# block 1

**Block 1: met3 routing**

Bar = 10 um. Cells faint in the background.
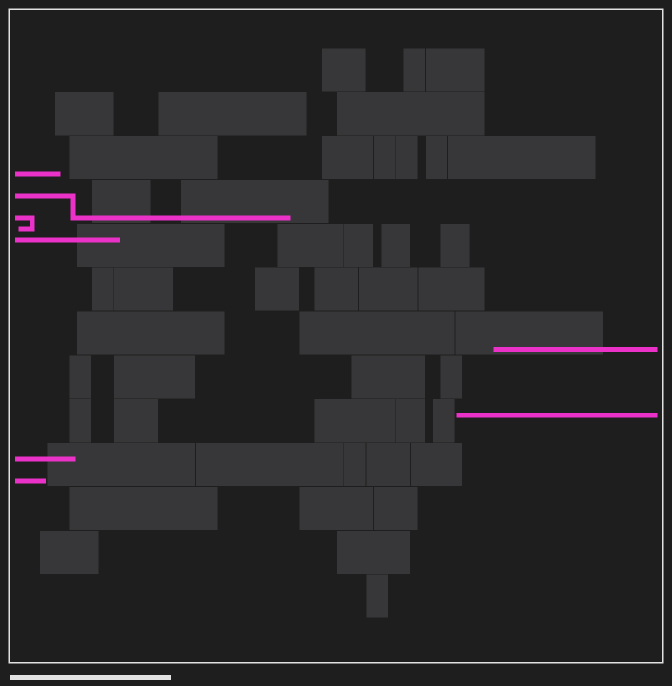
**Block 1: clock network drawn from the DEF**

Bar = 10 um.
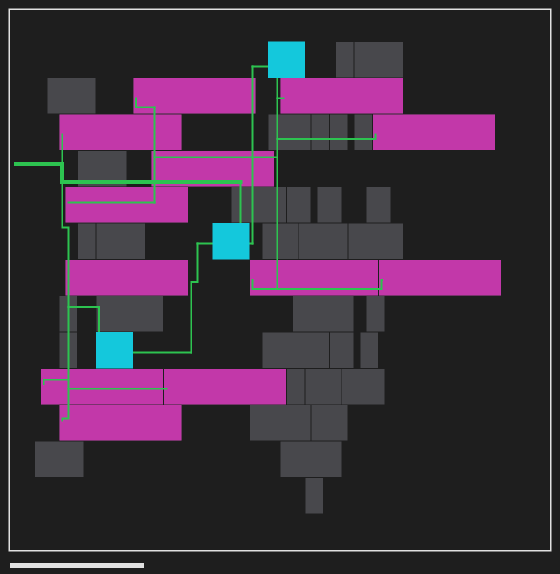
===== src/rtl/irq_multi_ctrl.sv =====
// Multi-channel interrupt controller: per-line synchronizer, edge select, sticky flag, enable,
// and a read-then-deselect lock that clears only the flags captured when the read began.
module irq_multi_ctrl #(
  parameter int unsigned NCH         = 2,
  parameter int unsigned SYNC_STAGES = 2
) (
  input  logic           clk,
  input  logic           nreset,
  input  logic [NCH-1:0] irq_in,
  input  logic [NCH-1:0] edge_sel,
  input  logic [NCH-1:0] irq_en,
  input  logic           readp,
  input  logic           deselect,
  output logic [NCH-1:0] flags,
  output logic           irq_n,
  output logic           isLocked
);

  // One-hot encoding leaves spare codes; those fall back to StIdle.
  typedef enum logic [1:0] {
    StIdle   = 2'b01,
    StLocked = 2'b10
  } state_e;

  state_e         state_q, state_d;
  logic [NCH-1:0] sync_q [SYNC_STAGES];
  logic [NCH-1:0] prev_q;
  logic [NCH-1:0] flags_q, flags_d;
  logic [NCH-1:0] snap_q, snap_d;
  logic [NCH-1:0] sync_s;
  logic [NCH-1:0] rise, fall, new_sets;
  logic           lock_raw;

  always_ff @(posedge clk or negedge nreset) begin
    if (!nreset) begin
      for (int i = 0; i < SYNC_STAGES; i++) begin
        sync_q[i] <= '0;
      end
      prev_q  <= '0;
      flags_q <= '0;
      snap_q  <= '0;
      state_q <= StIdle;
    end else begin
      sync_q[0] <= irq_in;
      for (int i = 1; i < SYNC_STAGES; i++) begin
        sync_q[i] <= sync_q[i-1];
      end
      prev_q  <= sync_s;
      flags_q <= flags_d;
      snap_q  <= snap_d;
      state_q <= state_d;
    end
  end

  assign sync_s   = sync_q[SYNC_STAGES-1];
  assign rise     = sync_s & ~prev_q;
  assign fall     = ~sync_s & prev_q;
  // Edge history is taken on the synchronized line, so flipping edge_sel alone cannot fire.
  assign new_sets = (edge_sel & rise) | (~edge_sel & fall);

  always_comb begin
    state_d  = state_q;
    snap_d   = snap_q;
    flags_d  = flags_q | new_sets;
    lock_raw = 1'b0;
    case (state_q)
      StIdle: begin
        lock_raw = readp;
        if (readp) begin
          state_d = StLocked;
          snap_d  = flags_q;
        end
      end
      StLocked: begin
        lock_raw = ~deselect;
        if (deselect) begin
          state_d = StIdle;
          // Sets arriving on the clearing edge win over the clear.
          flags_d = (flags_q & ~snap_q) | new_sets;
        end
      end
      default: begin
        state_d = StIdle;
      end
    endcase
  end

  assign flags    = flags_q;
  assign irq_n    = ~(nreset & (|(flags_q & irq_en)));
  assign isLocked = nreset & lock_raw;

endmodule


===== config.mk =====
export PLATFORM = sky130hd
export DESIGN_NAME = irq_multi_ctrl
export DESIGN_NICKNAME = d
export VERILOG_FILES = /design/src/rtl/irq_multi_ctrl.sv
export SDC_FILE = /design/constraint.sdc
export NUM_CORES = 1
export LEC_CHECK = 0
export ABC_CLOCK_PERIOD_IN_PS = 1900
export CELL_PAD_IN_SITES_DETAIL_PLACEMENT = 0
export CELL_PAD_IN_SITES_GLOBAL_PLACEMENT = 1
export CORE_MARGIN = 1.5
export CORE_UTILIZATION = 35
export DETAILED_ROUTE_END_ITERATION = 12
export DONT_BUFFER_PORTS = 1
export PLACE_DENSITY = 0.62
export SLEW_MARGIN = 20
export SYNTH_ARGS = -nofsm -noshare
export SYNTH_HDL_FRONTEND = slang
export SYNTH_SLANG_ARGS = --single-unit

===== constraint.sdc =====
create_clock -name clk -period 1.9 [get_ports clk]
set_input_delay 0.19 -clock clk [delete_from_list [all_inputs] [get_ports clk]]
set_output_delay 0.19 -clock clk [all_outputs]
set_load 0.02 [all_outputs]

==> impl_metrics.yaml <==
# implementation run metrics
status:
  status: "completed"
finish:
  nets: 62
  n_sequential_cell: 12
  nonClockBufferCount: 4
yosys:
  synth-xor-area-share: 0
detailed_routing:
  drc: 0
  ant_nets: 0
  highest_layer: "met3"
pwr:
  peakVddDrop_uv: 564
timing:
  finalMaxSlewViolations: 0
die:
  die_h_um: 40.4
  coreArea_um2: 1300
clock_network:
  clkSinkCount: 12
  tritoncts: "done"
  root_buffer: "clkbuf_4"
setup_path:
  critPathTopFamily: "flip-flops"
  crit_path_top_delay_cell: "dfstp_2"
## Picture notes: 'met3 routing' of block 1
main direction: horizontal
share of all routed wire: 6.1%
routed via count: 322
met3 Use GR: 0.0500

## Picture notes: 'clock network drawn from the DEF' of block 1
[clock wires] green | length: 158 um
[clock-net drivers] cyan | count: 3
[flip-flops] magenta | count: 12
routed clock nets: 4
clock power share: 0.243
Clock Power: 202 uW

==> where the power goes <==
part | total [mW] | leakage [nW] | internal [mW] | switching, mW
registers | 0.399 | 0.132 | 0.328 | 0.0712
logic | 0.231 | 0.107 | 0.118 | 0.113
clock network | 0.202 | 0.0210 | 0.116 | 0.0854
total | 0.832 | 0.260 | 0.562 | 0.270
==> metrics by stage <==
| step | instances | total power, mW | hold WS [ps] | setup slack [ps] | instance area [um^2] |
|---|---|---|---|---|---|
| final | 63 | 0.832 | 145 | 93.1 | 592 |
| after global routing | 63 | 0.887 | 146 | 3.07 | 592 |
| after CTS | 63 | 0.831 | 138 | 12.8 | 583 |
| after detailed placement | 56 | 0.615 | -105 | 331 | 517 |
| after global placement | 56 | 0.594 | -105 | 427 | 517 |
| after floorplan | 40 | 0.557 | -106 | 323 | 490 |
==> path summary, 6_finish.rpt <==
check | from | end | slack [ps] | depth (start not counted)
max reg2reg | state_q[0] | state_q[0] | 470 | 5
min | deselect | state_q[1] | 150 | 2
max in group asynchronous | nreset | state_q[0] | 1220 | 1
min reg2reg | sync_q[2] | sync_s[0] | 340 | 0
max | state_q[0] | isLocked | 90 | 4
min in group asynchronous | nreset | snap_q[1] | 320 | 1

# block 2

**Block 2: M2 wires**

Cells faint in the background.
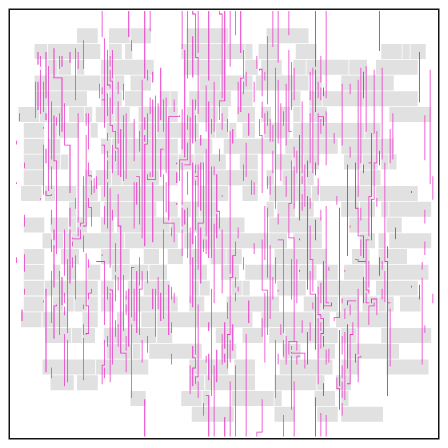
**Block 2: clock network drawn from the DEF**

Bar = 20 um.
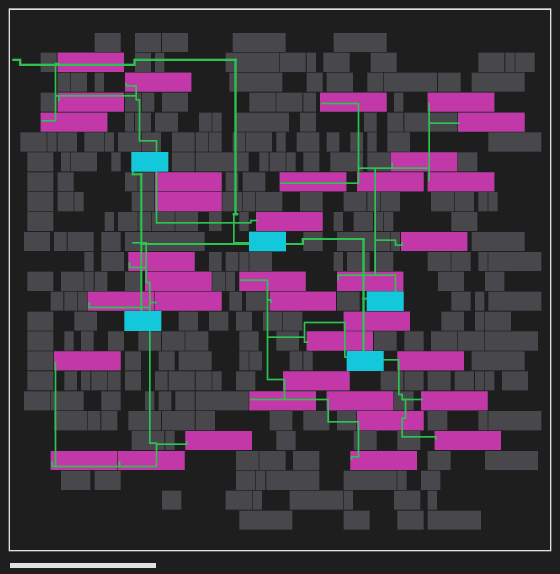
==> src/rtl/fetch_unit_pkg.sv <==
// Shared definitions for the fetch stage: widths, NOP encoding, opcode field and FSM states.
package fetch_unit_pkg;

  localparam int unsigned PC_W_DEF    = 10;
  localparam int unsigned INSTR_W_DEF = 12;

  // All-zero word is the architectural NOP.
  localparam logic [INSTR_W_DEF-1:0] NOP = 12'h000;

  localparam int unsigned OPCODE_HI = 11;
  localparam int unsigned OPCODE_LO = 8;

  typedef enum logic [1:0] {
    StIdle,
    StFetch,
    StWait,
    StHold
  } fetch_state_t;

  function automatic logic [OPCODE_HI-OPCODE_LO:0] opcode_of(input logic [INSTR_W_DEF-1:0] instr);
    return instr[OPCODE_HI:OPCODE_LO];
  endfunction

endpackage

==> src/rtl/fetch_unit_if.sv <==
// Instruction-memory request/response channel between the fetch stage and imem.
interface fetch_unit_if #(
  parameter int unsigned PC_W    = 10,
  parameter int unsigned INSTR_W = 12
);

  logic               imem_req;
  logic [PC_W-1:0]    imem_addr;
  logic               imem_ready;
  logic               imem_rvalid;
  logic [INSTR_W-1:0] imem_rdata;

  // Fetch side issues requests and consumes responses.
  modport master (
    output imem_req,
    output imem_addr,
    input  imem_ready,
    input  imem_rvalid,
    input  imem_rdata
  );

  // Memory side accepts requests and returns data.
  modport slave (
    input  imem_req,
    input  imem_addr,
    output imem_ready,
    output imem_rvalid,
    output imem_rdata
  );

endinterface

==> src/rtl/fetch_unit_skid_buf.sv <==
// One-entry holding buffer for an instruction and its pc+1 while execute is stalled.
module fetch_unit_skid_buf
  import fetch_unit_pkg::*;
#(
  parameter int unsigned PC_W    = 10,
  parameter int unsigned INSTR_W = 12
) (
  input  logic               clk,
  input  logic               rst,
  input  logic               load_i,
  input  logic               inv_i,
  input  logic [INSTR_W-1:0] instr_i,
  input  logic [PC_W-1:0]    pc1_i,
  output logic               valid_o,
  output logic [INSTR_W-1:0] instr_o,
  output logic [PC_W-1:0]    pc1_o
);

  localparam logic [INSTR_W-1:0] NopW = INSTR_W'(NOP);

  logic               valid_q;
  logic [INSTR_W-1:0] instr_q;
  logic [PC_W-1:0]    pc1_q;

  // Invalidate wins over load so a redirect always empties the entry.
  always_ff @(posedge clk or posedge rst) begin
    if (rst) begin
      valid_q <= 1'b0;
      instr_q <= NopW;
      pc1_q   <= '0;
    end else if (inv_i) begin
      valid_q <= 1'b0;
      instr_q <= NopW;
      pc1_q   <= '0;
    end else if (load_i) begin
      valid_q <= 1'b1;
      instr_q <= instr_i;
      pc1_q   <= pc1_i;
    end
  end

  assign valid_o = valid_q;
  assign instr_o = instr_q;
  assign pc1_o   = pc1_q;

endmodule

==> src/rtl/fetch_unit.sv <==
// Instruction fetch stage: owns the PC, issues single-outstanding imem requests and drives the
// fetch-execute pipeline register (data, load, flush).
module fetch_unit
  import fetch_unit_pkg::*;
#(
  parameter int unsigned     PC_W     = PC_W_DEF,
  parameter int unsigned     INSTR_W  = INSTR_W_DEF,
  parameter logic [PC_W-1:0] RESET_PC = '0
) (
  input  logic               clk,
  input  logic               rst,
  input  logic               stall_in,
  input  logic               redirect_valid,
  input  logic [PC_W-1:0]    redirect_pc,
  fetch_unit_if.master       imem,
  output logic [INSTR_W-1:0] instruction_FE_in,
  output logic [PC_W-1:0]    pc_plus_1_FE_in,
  output logic               write_enable_FE,
  output logic               clear_FE
);

  localparam logic [INSTR_W-1:0] NopW = INSTR_W'(NOP);

  fetch_state_t    state_q, state_d;
  logic [PC_W-1:0] pc_q, pc_d;
  logic            drop_q, drop_d;

  logic               buf_load, buf_inv, buf_valid;
  logic [INSTR_W-1:0] buf_instr;
  logic [PC_W-1:0]    buf_pc1;
  logic [PC_W-1:0]    pc_inc;
  logic               deliver;

  logic [INSTR_W-1:0] fe_instr;
  logic [PC_W-1:0]    fe_pc1;
  logic               fe_we, fe_clr;

  assign pc_inc = pc_q + PC_W'(1);

  fetch_unit_skid_buf #(
    .PC_W   (PC_W),
    .INSTR_W(INSTR_W)
  ) u_skid_buf (
    .clk    (clk),
    .rst    (rst),
    .load_i (buf_load),
    .inv_i  (buf_inv),
    .instr_i(imem.imem_rdata),
    .pc1_i  (pc_inc),
    .valid_o(buf_valid),
    .instr_o(buf_instr),
    .pc1_o  (buf_pc1)
  );

  // Next-state, PC update and FE register controls.
  always_comb begin
    state_d  = state_q;
    pc_d     = pc_q;
    drop_d   = drop_q;
    buf_load = 1'b0;
    buf_inv  = 1'b0;
    deliver  = 1'b0;
    fe_we    = 1'b0;
    fe_clr   = 1'b0;
    fe_instr = NopW;
    fe_pc1   = '0;

    unique case (state_q)
      StIdle: state_d = StFetch;
      StFetch: begin
        if (imem.imem_ready) state_d = StWait;
      end
      StWait: begin
        if (imem.imem_rvalid) begin
          if (drop_q) begin
            drop_d  = 1'b0;
            state_d = StFetch;
          end else if (!stall_in) begin
            deliver  = 1'b1;
            fe_instr = imem.imem_rdata;
            fe_pc1   = pc_inc;
            pc_d     = pc_inc;
            state_d  = StFetch;
          end else begin
            buf_load = 1'b1;
            state_d  = StHold;
          end
        end
      end
      StHold: begin
        if (!stall_in && buf_valid) begin
          deliver  = 1'b1;
          fe_instr = buf_instr;
          fe_pc1   = buf_pc1;
          pc_d     = pc_inc;
          buf_inv  = 1'b1;
          state_d  = StFetch;
        end
      end
      default: state_d = StIdle;
    endcase

    // Load the FE register with either the delivered word or a NOP bubble.
    if (state_q != StIdle && !stall_in) fe_we = 1'b1;
    if (!deliver) begin
      fe_instr = NopW;
      fe_pc1   = '0;
    end

    // Redirect overrides everything; a request still in flight must have its response dropped.
    if (redirect_valid && state_q != StIdle) begin
      fe_we    = 1'b0;
      fe_clr   = 1'b1;
      fe_instr = NopW;
      fe_pc1   = '0;
      pc_d     = redirect_pc;
      buf_load = 1'b0;
      buf_inv  = 1'b1;
      if ((state_q == StWait && !imem.imem_rvalid) ||
          (state_q == StFetch && imem.imem_ready)) begin
        state_d = StWait;
        drop_d  = 1'b1;
      end else begin
        state_d = StFetch;
        drop_d  = 1'b0;
      end
    end
  end

  // FSM and PC state.
  always_ff @(posedge clk or posedge rst) begin
    if (rst) begin
      state_q <= StIdle;
      pc_q    <= RESET_PC;
      drop_q  <= 1'b0;
    end else begin
      state_q <= state_d;
      pc_q    <= pc_d;
      drop_q  <= drop_d;
    end
  end

  assign imem.imem_req     = (state_q == StFetch);
  assign imem.imem_addr    = pc_q;
  assign instruction_FE_in = fe_instr;
  assign pc_plus_1_FE_in   = fe_pc1;
  assign write_enable_FE   = fe_we;
  assign clear_FE          = fe_clr;

endmodule

==> src/flat_wrapper.sv <==
// flat-port wrapper written by rule: the top's interface ports become plain ports
module fetch_unit_flat import fetch_unit_pkg::*;
#(
  parameter int unsigned     PC_W     = PC_W_DEF,
  parameter int unsigned     INSTR_W  = INSTR_W_DEF,
  parameter logic [PC_W-1:0] RESET_PC = '0
)
  (clk, rst, stall_in, redirect_valid, redirect_pc, instruction_FE_in, pc_plus_1_FE_in, write_enable_FE, clear_FE, imem_imem_req, imem_imem_addr, imem_imem_ready, imem_imem_rvalid, imem_imem_rdata);
  fetch_unit_if #(.PC_W(PC_W), .INSTR_W(INSTR_W)) imem_i ();
  input  logic clk;
  input  logic rst;
  input  logic stall_in;
  input  logic redirect_valid;
  input  logic [PC_W-1:0] redirect_pc;
  output logic [INSTR_W-1:0] instruction_FE_in;
  output logic [PC_W-1:0] pc_plus_1_FE_in;
  output logic write_enable_FE;
  output logic clear_FE;
  output wire logic [$bits(imem_i.imem_req)-1:0] imem_imem_req;
  output wire logic [$bits(imem_i.imem_addr)-1:0] imem_imem_addr;
  input wire logic [$bits(imem_i.imem_ready)-1:0] imem_imem_ready;
  input wire logic [$bits(imem_i.imem_rvalid)-1:0] imem_imem_rvalid;
  input wire logic [$bits(imem_i.imem_rdata)-1:0] imem_imem_rdata;
  assign imem_imem_req = imem_i.imem_req;
  assign imem_imem_addr = imem_i.imem_addr;
  assign imem_i.imem_ready = imem_imem_ready;
  assign imem_i.imem_rvalid = imem_imem_rvalid;
  assign imem_i.imem_rdata = imem_imem_rdata;
  fetch_unit #(.PC_W(PC_W), .INSTR_W(INSTR_W), .RESET_PC(RESET_PC)) u_core (.clk(clk), .rst(rst), .stall_in(stall_in), .redirect_valid(redirect_valid), .redirect_pc(redirect_pc), .imem(imem_i), .instruction_FE_in(instruction_FE_in), .pc_plus_1_FE_in(pc_plus_1_FE_in), .write_enable_FE(write_enable_FE), .clear_FE(clear_FE));
endmodule
==> config.mk <==
export PLATFORM = sky130hd
export DESIGN_NAME = fetch_unit_flat
export DESIGN_NICKNAME = d
export VERILOG_FILES = /design/src/rtl/fetch_unit_pkg.sv /design/src/rtl/fetch_unit_if.sv /design/src/rtl/fetch_unit_skid_buf.sv /design/src/rtl/fetch_unit.sv /design/src/flat_wrapper.sv
export SDC_FILE = /design/constraint.sdc
export NUM_CORES = 1
export LEC_CHECK = 0
export ABC_CLOCK_PERIOD_IN_PS = 3100
export CAP_MARGIN = 20
export CORE_UTILIZATION = 40
export DETAILED_ROUTE_END_ITERATION = 12
export GPL_TIMING_DRIVEN = 1
export HOLD_SLACK_MARGIN = 0.15
export PLACE_DENSITY = 0.7
export SLEW_MARGIN = 20
export SYNTH_ARGS = -nofsm -noshare
export SYNTH_HDL_FRONTEND = slang
export SYNTH_SLANG_ARGS = --single-unit
==> constraint.sdc <==
create_clock -name clk -period 3.1 [get_ports clk]
set_input_delay 0.62 -clock clk [delete_from_list [all_inputs] [get_ports clk]]
set_output_delay 0.62 -clock clk [all_outputs]
set_load 0.05 [all_outputs]
==> impl_metrics.yaml <==
# implementation run metrics
finish:
  largestClassByArea: "combinational gates"
  nonClockBufferCount: 72
  sh_comb_area: 0.346
  final_common_cell: "clkdlybuf4s50_1"
  largest_reg_flops: 12
  drive_above_1_share: 0.165
  finalCoreUtilization: 0.650
setup_path:
  cp-start-kind: "register"
  r2r_start: "u_core.state_q[1]"
  cp_cell_sequence: "ha_1, nand3_1, nor3_2, xnor2_1, o21ai_1, buf_12"
  worstPathRequired_ps: 2480
  reg2reg_depth: 7
  regToRegEndpoint: "u_core.state_q[0]"
pwr:
  p_comb_mw: 1.17
  total_power_mw: 2.30
  internal_power_mw: 1.26
  pg_seq_uw: 726
yosys:
  syn_inst: 225
  synth_area_per_cell_um2: 9.16
  most_common_cell: "dfrtp_1"
  synth.yosys.seq_area_share: 0.437
  synth-edff-count: 0
  synth.cellmix.compoundShare: 0.253
  syn-cell-area_um2: 2060
global_route:
  met2_usage: 0.371
  grt_pass1_vias: 1915
placement:
  gp_congestion: 0.804
  io_buffers: 62
  pre_cts_ws_ps: 264
clock_network:
  cts_max_level: 2
  clkTransAtPathRegs_ps: 80
  clkSinkCount: 36
die:
  die_h_um: 73.8
  floorplan.core_util: 0.425
  core.rowCount: 25
detailed_routing:
  highest_layer: "met4"
  first_pass_iters: 4
  drtIter0Drc: 149
  wirelength_mm: 5.60
timing:
  setup_viol: 0
  fin_crit_sh: 0.937
status:
  status: "completed"
worst_hold_path:
  min_path_type: "register to register"
job:
  drv_cap: 0
About 'M2 wires' of block 2:
share of all routed wire: 51%
main direction: vertical
longest straight run: 27.2 um
wire length on this layer: 2860 um
nets with wire on the layer: 277

About 'clock network drawn from the DEF' of block 2:
[clock wires] green | length: 454 um
[flip-flops] magenta | count: 36
[clock-net drivers] cyan | count: 5
flops lie: all over the die
Clock Power: 413 uW
Layout Skew: 4.76 ps
clock power share: 0.179

==> worst max-delay path, delay by kind of cell, from the launching register on <==
family	cells	cell delay (ps)
AND-OR/OR-AND	1	310
XOR/XNOR	1	140
adder cells (fa/ha/maj)	1	250
buffers and inverters	1	180
flip-flops	1	480
AND/OR/NAND/NOR	2	640
==> worst min-delay path by stage <==
stage | startpoint | endpoint | slack (ps) | depth (start not counted)
2_1_floorplan | u_core.u_skid_buf.pc1_o[5] | u_core.u_skid_buf.pc1_o[5] | 460 | 1
3_3_place_gp | u_core.u_skid_buf.pc1_o[7] | u_core.u_skid_buf.pc1_o[7] | 470 | 1
3_5_place_dp | u_core.u_skid_buf.pc1_o[6] | u_core.u_skid_buf.pc1_o[6] | 470 | 1
4_1_cts | u_core.u_skid_buf.pc1_o[6] | u_core.u_skid_buf.pc1_o[6] | 500 | 1
5_1_grt | u_core.u_skid_buf.pc1_o[6] | u_core.u_skid_buf.pc1_o[6] | 510 | 1
6_report | u_core.u_skid_buf.pc1_o[6] | u_core.u_skid_buf.pc1_o[6] | 500 | 1

# block 3

**Block 3: track usage over the die**

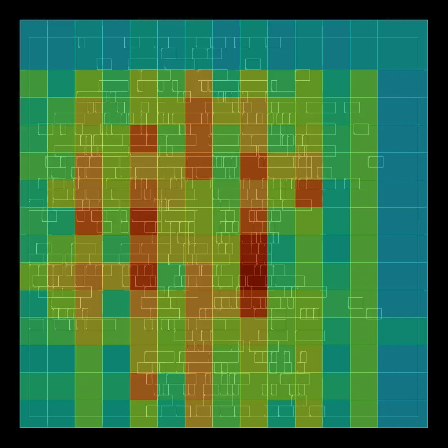
==> src/rtl/neuron_pkg.sv <==
// Shared types and constants for the neuron multiply-accumulate stage.
package neuron_pkg;

  typedef enum logic [1:0] {
    IDLE = 2'd0,
    MUL  = 2'd1,
    DONE = 2'd2
  } mac_state_t;

  localparam int DEF_PIX_W = 8;
  localparam int DEF_WGT_W = 8;
  localparam int DEF_ACC_W = 24;

  // Saturation limits for a w-bit signed accumulator, in the low w bits.
  function automatic logic [63:0] acc_max(input int w);
    return (64'd1 << (w - 1)) - 64'd1;
  endfunction

  function automatic logic [63:0] acc_min(input int w);
    return ~acc_max(w);
  endfunction

  localparam logic [DEF_ACC_W-1:0] ACC_MAX = DEF_ACC_W'(acc_max(DEF_ACC_W));
  localparam logic [DEF_ACC_W-1:0] ACC_MIN = DEF_ACC_W'(acc_min(DEF_ACC_W));

endpackage

==> src/rtl/fullAdder.sv <==
// One-bit full adder cell used by the ripple adder chain.
module fullAdder (
  input  logic a,
  input  logic b,
  input  logic cin,
  output logic s,
  output logic cout
);

  assign s    = a ^ b ^ cin;
  assign cout = (a & b) | (cin & (a ^ b));

endmodule

==> src/rtl/ripple_adder.sv <==
// W-bit ripple-carry adder built from fullAdder cells; exposes the MSB carries
// so the caller can detect signed overflow (carry-in xor carry-out of the MSB).
module ripple_adder #(
  parameter int W = 24
) (
  input  logic [W-1:0] a,
  input  logic [W-1:0] b,
  output logic [W-1:0] sum,
  output logic         c_msb_in,
  output logic         c_msb_out
);

  logic [W:0] carry;

  assign carry[0] = 1'b0;

  for (genvar i = 0; i < W; i++) begin : g_bit
    fullAdder u_fa (
      .a    (a[i]),
      .b    (b[i]),
      .cin  (carry[i]),
      .s    (sum[i]),
      .cout (carry[i+1])
    );
  end

  assign c_msb_in  = carry[W-1];
  assign c_msb_out = carry[W];

endmodule

==> src/rtl/neuron_mac.sv <==
// Serial shift-and-add MAC for one neuron: one pixel bit per cycle, sum
// presented over valid/ready. Define NEURON_MAC_SAT_EN for saturating adds.
//
// Handshakes: a transfer happens on a rising edge where valid && ready are both
// high; valid never depends combinationally on ready, and ready on valid.
module neuron_mac
  import neuron_pkg::*;
#(
  parameter int PIX_W = DEF_PIX_W,
  parameter int WGT_W = DEF_WGT_W,
  parameter int ACC_W = DEF_ACC_W
) (
  input  logic             clk,
  input  logic             reset,
  input  logic             in_valid,
  output logic             in_ready,
  input  logic [PIX_W-1:0] in_pixel,
  input  logic [WGT_W-1:0] in_weight,
  input  logic             in_last,
  output logic             out_valid,
  input  logic             out_ready,
  output logic [ACC_W-1:0] out_sum,
  output logic             out_ovf,
  output mac_state_t       dbg_state
);

  localparam int CNT_W = (PIX_W > 1) ? $clog2(PIX_W) : 1;

  mac_state_t       state_q, state_d;
  logic [CNT_W-1:0] cnt_q;
  logic [PIX_W-1:0] pix_q;
  logic [WGT_W-1:0] wgt_q;
  logic             last_q;
  logic [ACC_W-1:0] acc_q;
  logic             ovf_q;

  logic [ACC_W-1:0] wgt_ext;
  logic [ACC_W-1:0] addend;
  logic [ACC_W-1:0] add_sum;
  logic             add_c_in;
  logic             add_c_out;
  logic             add_ovf;
  logic [ACC_W-1:0] acc_next;
  logic             ovf_next;
  logic             last_bit;

  // ACC_W >= PIX_W + WGT_W, so the shifted weight never loses bits.
  assign wgt_ext  = {{(ACC_W-WGT_W){wgt_q[WGT_W-1]}}, wgt_q};
  assign addend   = pix_q[cnt_q] ? (wgt_ext << cnt_q) : '0;
  assign last_bit = (cnt_q == CNT_W'(PIX_W - 1));

  ripple_adder #(.W(ACC_W)) u_add (
    .a         (acc_q),
    .b         (addend),
    .sum       (add_sum),
    .c_msb_in  (add_c_in),
    .c_msb_out (add_c_out)
  );

  assign add_ovf = add_c_in ^ add_c_out;

`ifdef NEURON_MAC_SAT_EN
  localparam logic [ACC_W-1:0] SAT_MAX = ACC_W'(acc_max(ACC_W));
  localparam logic [ACC_W-1:0] SAT_MIN = ACC_W'(acc_min(ACC_W));

  // Overflow only happens when both operands share acc's sign.
  always_comb begin
    acc_next = add_sum;
    ovf_next = ovf_q | add_ovf;
    if (add_ovf) begin
      acc_next = acc_q[ACC_W-1] ? SAT_MIN : SAT_MAX;
    end
  end

  assign out_ovf = ovf_q;
`else
  logic unused_ovf;

  assign unused_ovf = add_ovf;
  assign acc_next   = add_sum;
  assign ovf_next   = 1'b0;
  assign out_ovf    = 1'b0;
`endif

  always_comb begin
    state_d = state_q;
    case (state_q)
      IDLE:    if (in_valid) state_d = MUL;
      MUL:     if (last_bit) state_d = last_q ? DONE : IDLE;
      DONE:    if (out_ready) state_d = IDLE;
      default: state_d = IDLE;
    endcase
  end

  always_ff @(posedge clk) begin
    if (reset) begin
      state_q <= IDLE;
      cnt_q   <= '0;
      pix_q   <= '0;
      wgt_q   <= '0;
      last_q  <= 1'b0;
      acc_q   <= '0;
      ovf_q   <= 1'b0;
    end else begin
      state_q <= state_d;
      case (state_q)
        IDLE: begin
          if (in_valid) begin
            pix_q  <= in_pixel;
            wgt_q  <= in_weight;
            last_q <= in_last;
            cnt_q  <= '0;
          end
        end
        MUL: begin
          acc_q <= acc_next;
          ovf_q <= ovf_next;
          cnt_q <= cnt_q + CNT_W'(1);
        end
        DONE: begin
          if (out_ready) begin
            acc_q <= '0;
            ovf_q <= 1'b0;
          end
        end
        default: ;
      endcase
    end
  end

  assign in_ready  = (state_q == IDLE);
  assign out_valid = (state_q == DONE);
  assign out_sum   = acc_q;
  assign dbg_state = state_q;

endmodule

==> config.mk <==
export PLATFORM = sky130hd
export DESIGN_NAME = neuron_mac
export DESIGN_NICKNAME = d
export VERILOG_FILES = /design/src/rtl/neuron_pkg.sv /design/src/rtl/fullAdder.sv /design/src/rtl/ripple_adder.sv /design/src/rtl/neuron_mac.sv
export SDC_FILE = /design/constraint.sdc
export NUM_CORES = 1
export LEC_CHECK = 0
export CAP_MARGIN = 10
export CORE_MARGIN = 2
export CORE_UTILIZATION = 30
export DETAILED_ROUTE_END_ITERATION = 6
export SLEW_MARGIN = 20
export SYNTH_ARGS = -nofsm -noshare
export SYNTH_HDL_FRONTEND = slang
export SYNTH_SLANG_ARGS = --single-unit
==> constraint.sdc <==
create_clock -name clk -period 32.1 [get_ports clk]
set_input_delay 6.42 -clock clk [delete_from_list [all_inputs] [get_ports clk]]
set_output_delay 6.42 -clock clk [all_outputs]
set_load 0.05 [all_outputs]
==> impl_metrics.yaml <==
# implementation run metrics
status:
  status: "completed"
pwr:
  pwr-share-comb: 0.146
  seqPwrFrac: 0.502
  power.leakage_nw: 1.07
  internal_power_uw: 88.8
  total_power_uw: 122
yosys:
  synth.yosys.seq_area_share: 0.318
  yosys_area_um2: 2890
  synth_cell_types: 39
  floorplan.nets: 402
  synth-xor-area-share: 0
placement:
  io_buffers: 48
  hpwl_mm: 4.47
finish:
  nFillCells: 1003
  largest_reg_flops: 24
  nets: 411
clock_network:
  clkSinkCount: 46
  cts_hold_buf: 0
  tritoncts: "done"
die:
  coreArea_um2: 9280
timing:
  setup_viol: 0
  maxSlewHeadroom: 0.343
  fin_crit_sh: 0.353
  tightestPinTransition_ps: 983
detailed_routing:
  first_pass_iters: 4
  vias_per_cell: 4.58
  ant_nets: 0
setup_path:
  critPathTopFamily: "adder cells"
  rrSetupSlack_ps: 20760
  worstPathMaxFanout: 21
  r2r_start: "cnt_q[1]"
global_route:
  grt_start_max_net_pins: 47
Notes on 'track usage over the die' of block 3 above:
met1 Use GR: 0.166
GR Util All Layers: 0.128
Wirelength per Cell: 12.1 um
Final Core Density: 0.364

## cells in the mapped netlist (2+ instances only)
master / count
a21o_1: 3
buf_2: 3
buf_4: 25
nor2b_1: 2
a21oi_1: 46
inv_1: 28
nand3_1: 4
nor3_1: 2
dfxtp_1: 46
mux2_2: 4
nand2b_1: 6
a22oi_1: 3
nand2_1: 50
a211o_1: 2
fa_1: 22
mux2i_1: 12
nor2_1: 52
ha_1: 3
o21ai_0: 7
clkbuf_1: 17
## how the worst max path moves through the flow
stage | from | to | slack (ps) | cells after the start
floorplan | cnt_q[0] | out_sum[23] | 21510 | 36
global placement | cnt_q[1] | out_sum[23] | 20930 | 33
detailed placement | cnt_q[1] | out_sum[23] | 20730 | 33
CTS | cnt_q[1] | out_sum[23] | 20670 | 33
global route | cnt_q[1] | out_sum[23] | 20010 | 33
finish | cnt_q[1] | out_sum[23] | 20760 | 33
## area by class of cell
cell class / instances / area, um^2 / share of cell area
timing repair buffer: 49 / 488 / 0.144
sequential: 46 / 921 / 0.272
inverter: 29 / 109 / 0.0322
tap: 129 / 161 / 0.0477
clock inverter: 3 / 40.0 / 0.0118
clock buffer: 5 / 68.8 / 0.0203
multi-input combinational: 234 / 1590 / 0.471


==> notes/layouts.md <==
Pictures saved along the way, in no particular order.

Signal wires by layer.
picture 1
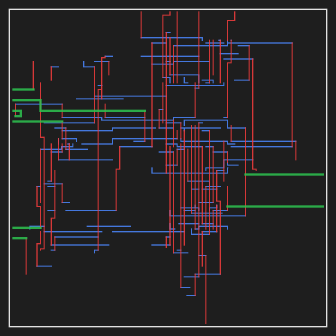
picture 2
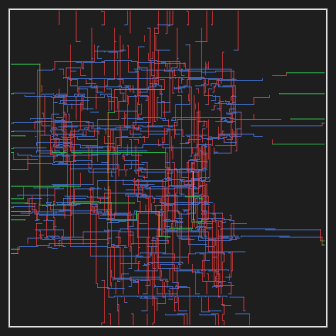
picture 3
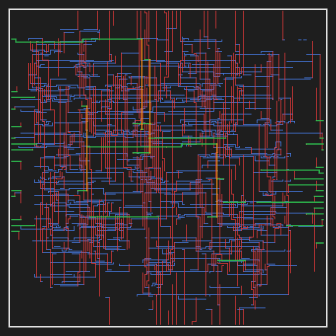
- block 1 = picture 1
- block 3 = picture 2
- block 2 = picture 3

Power is estimated from default activity; no workload was simulated.
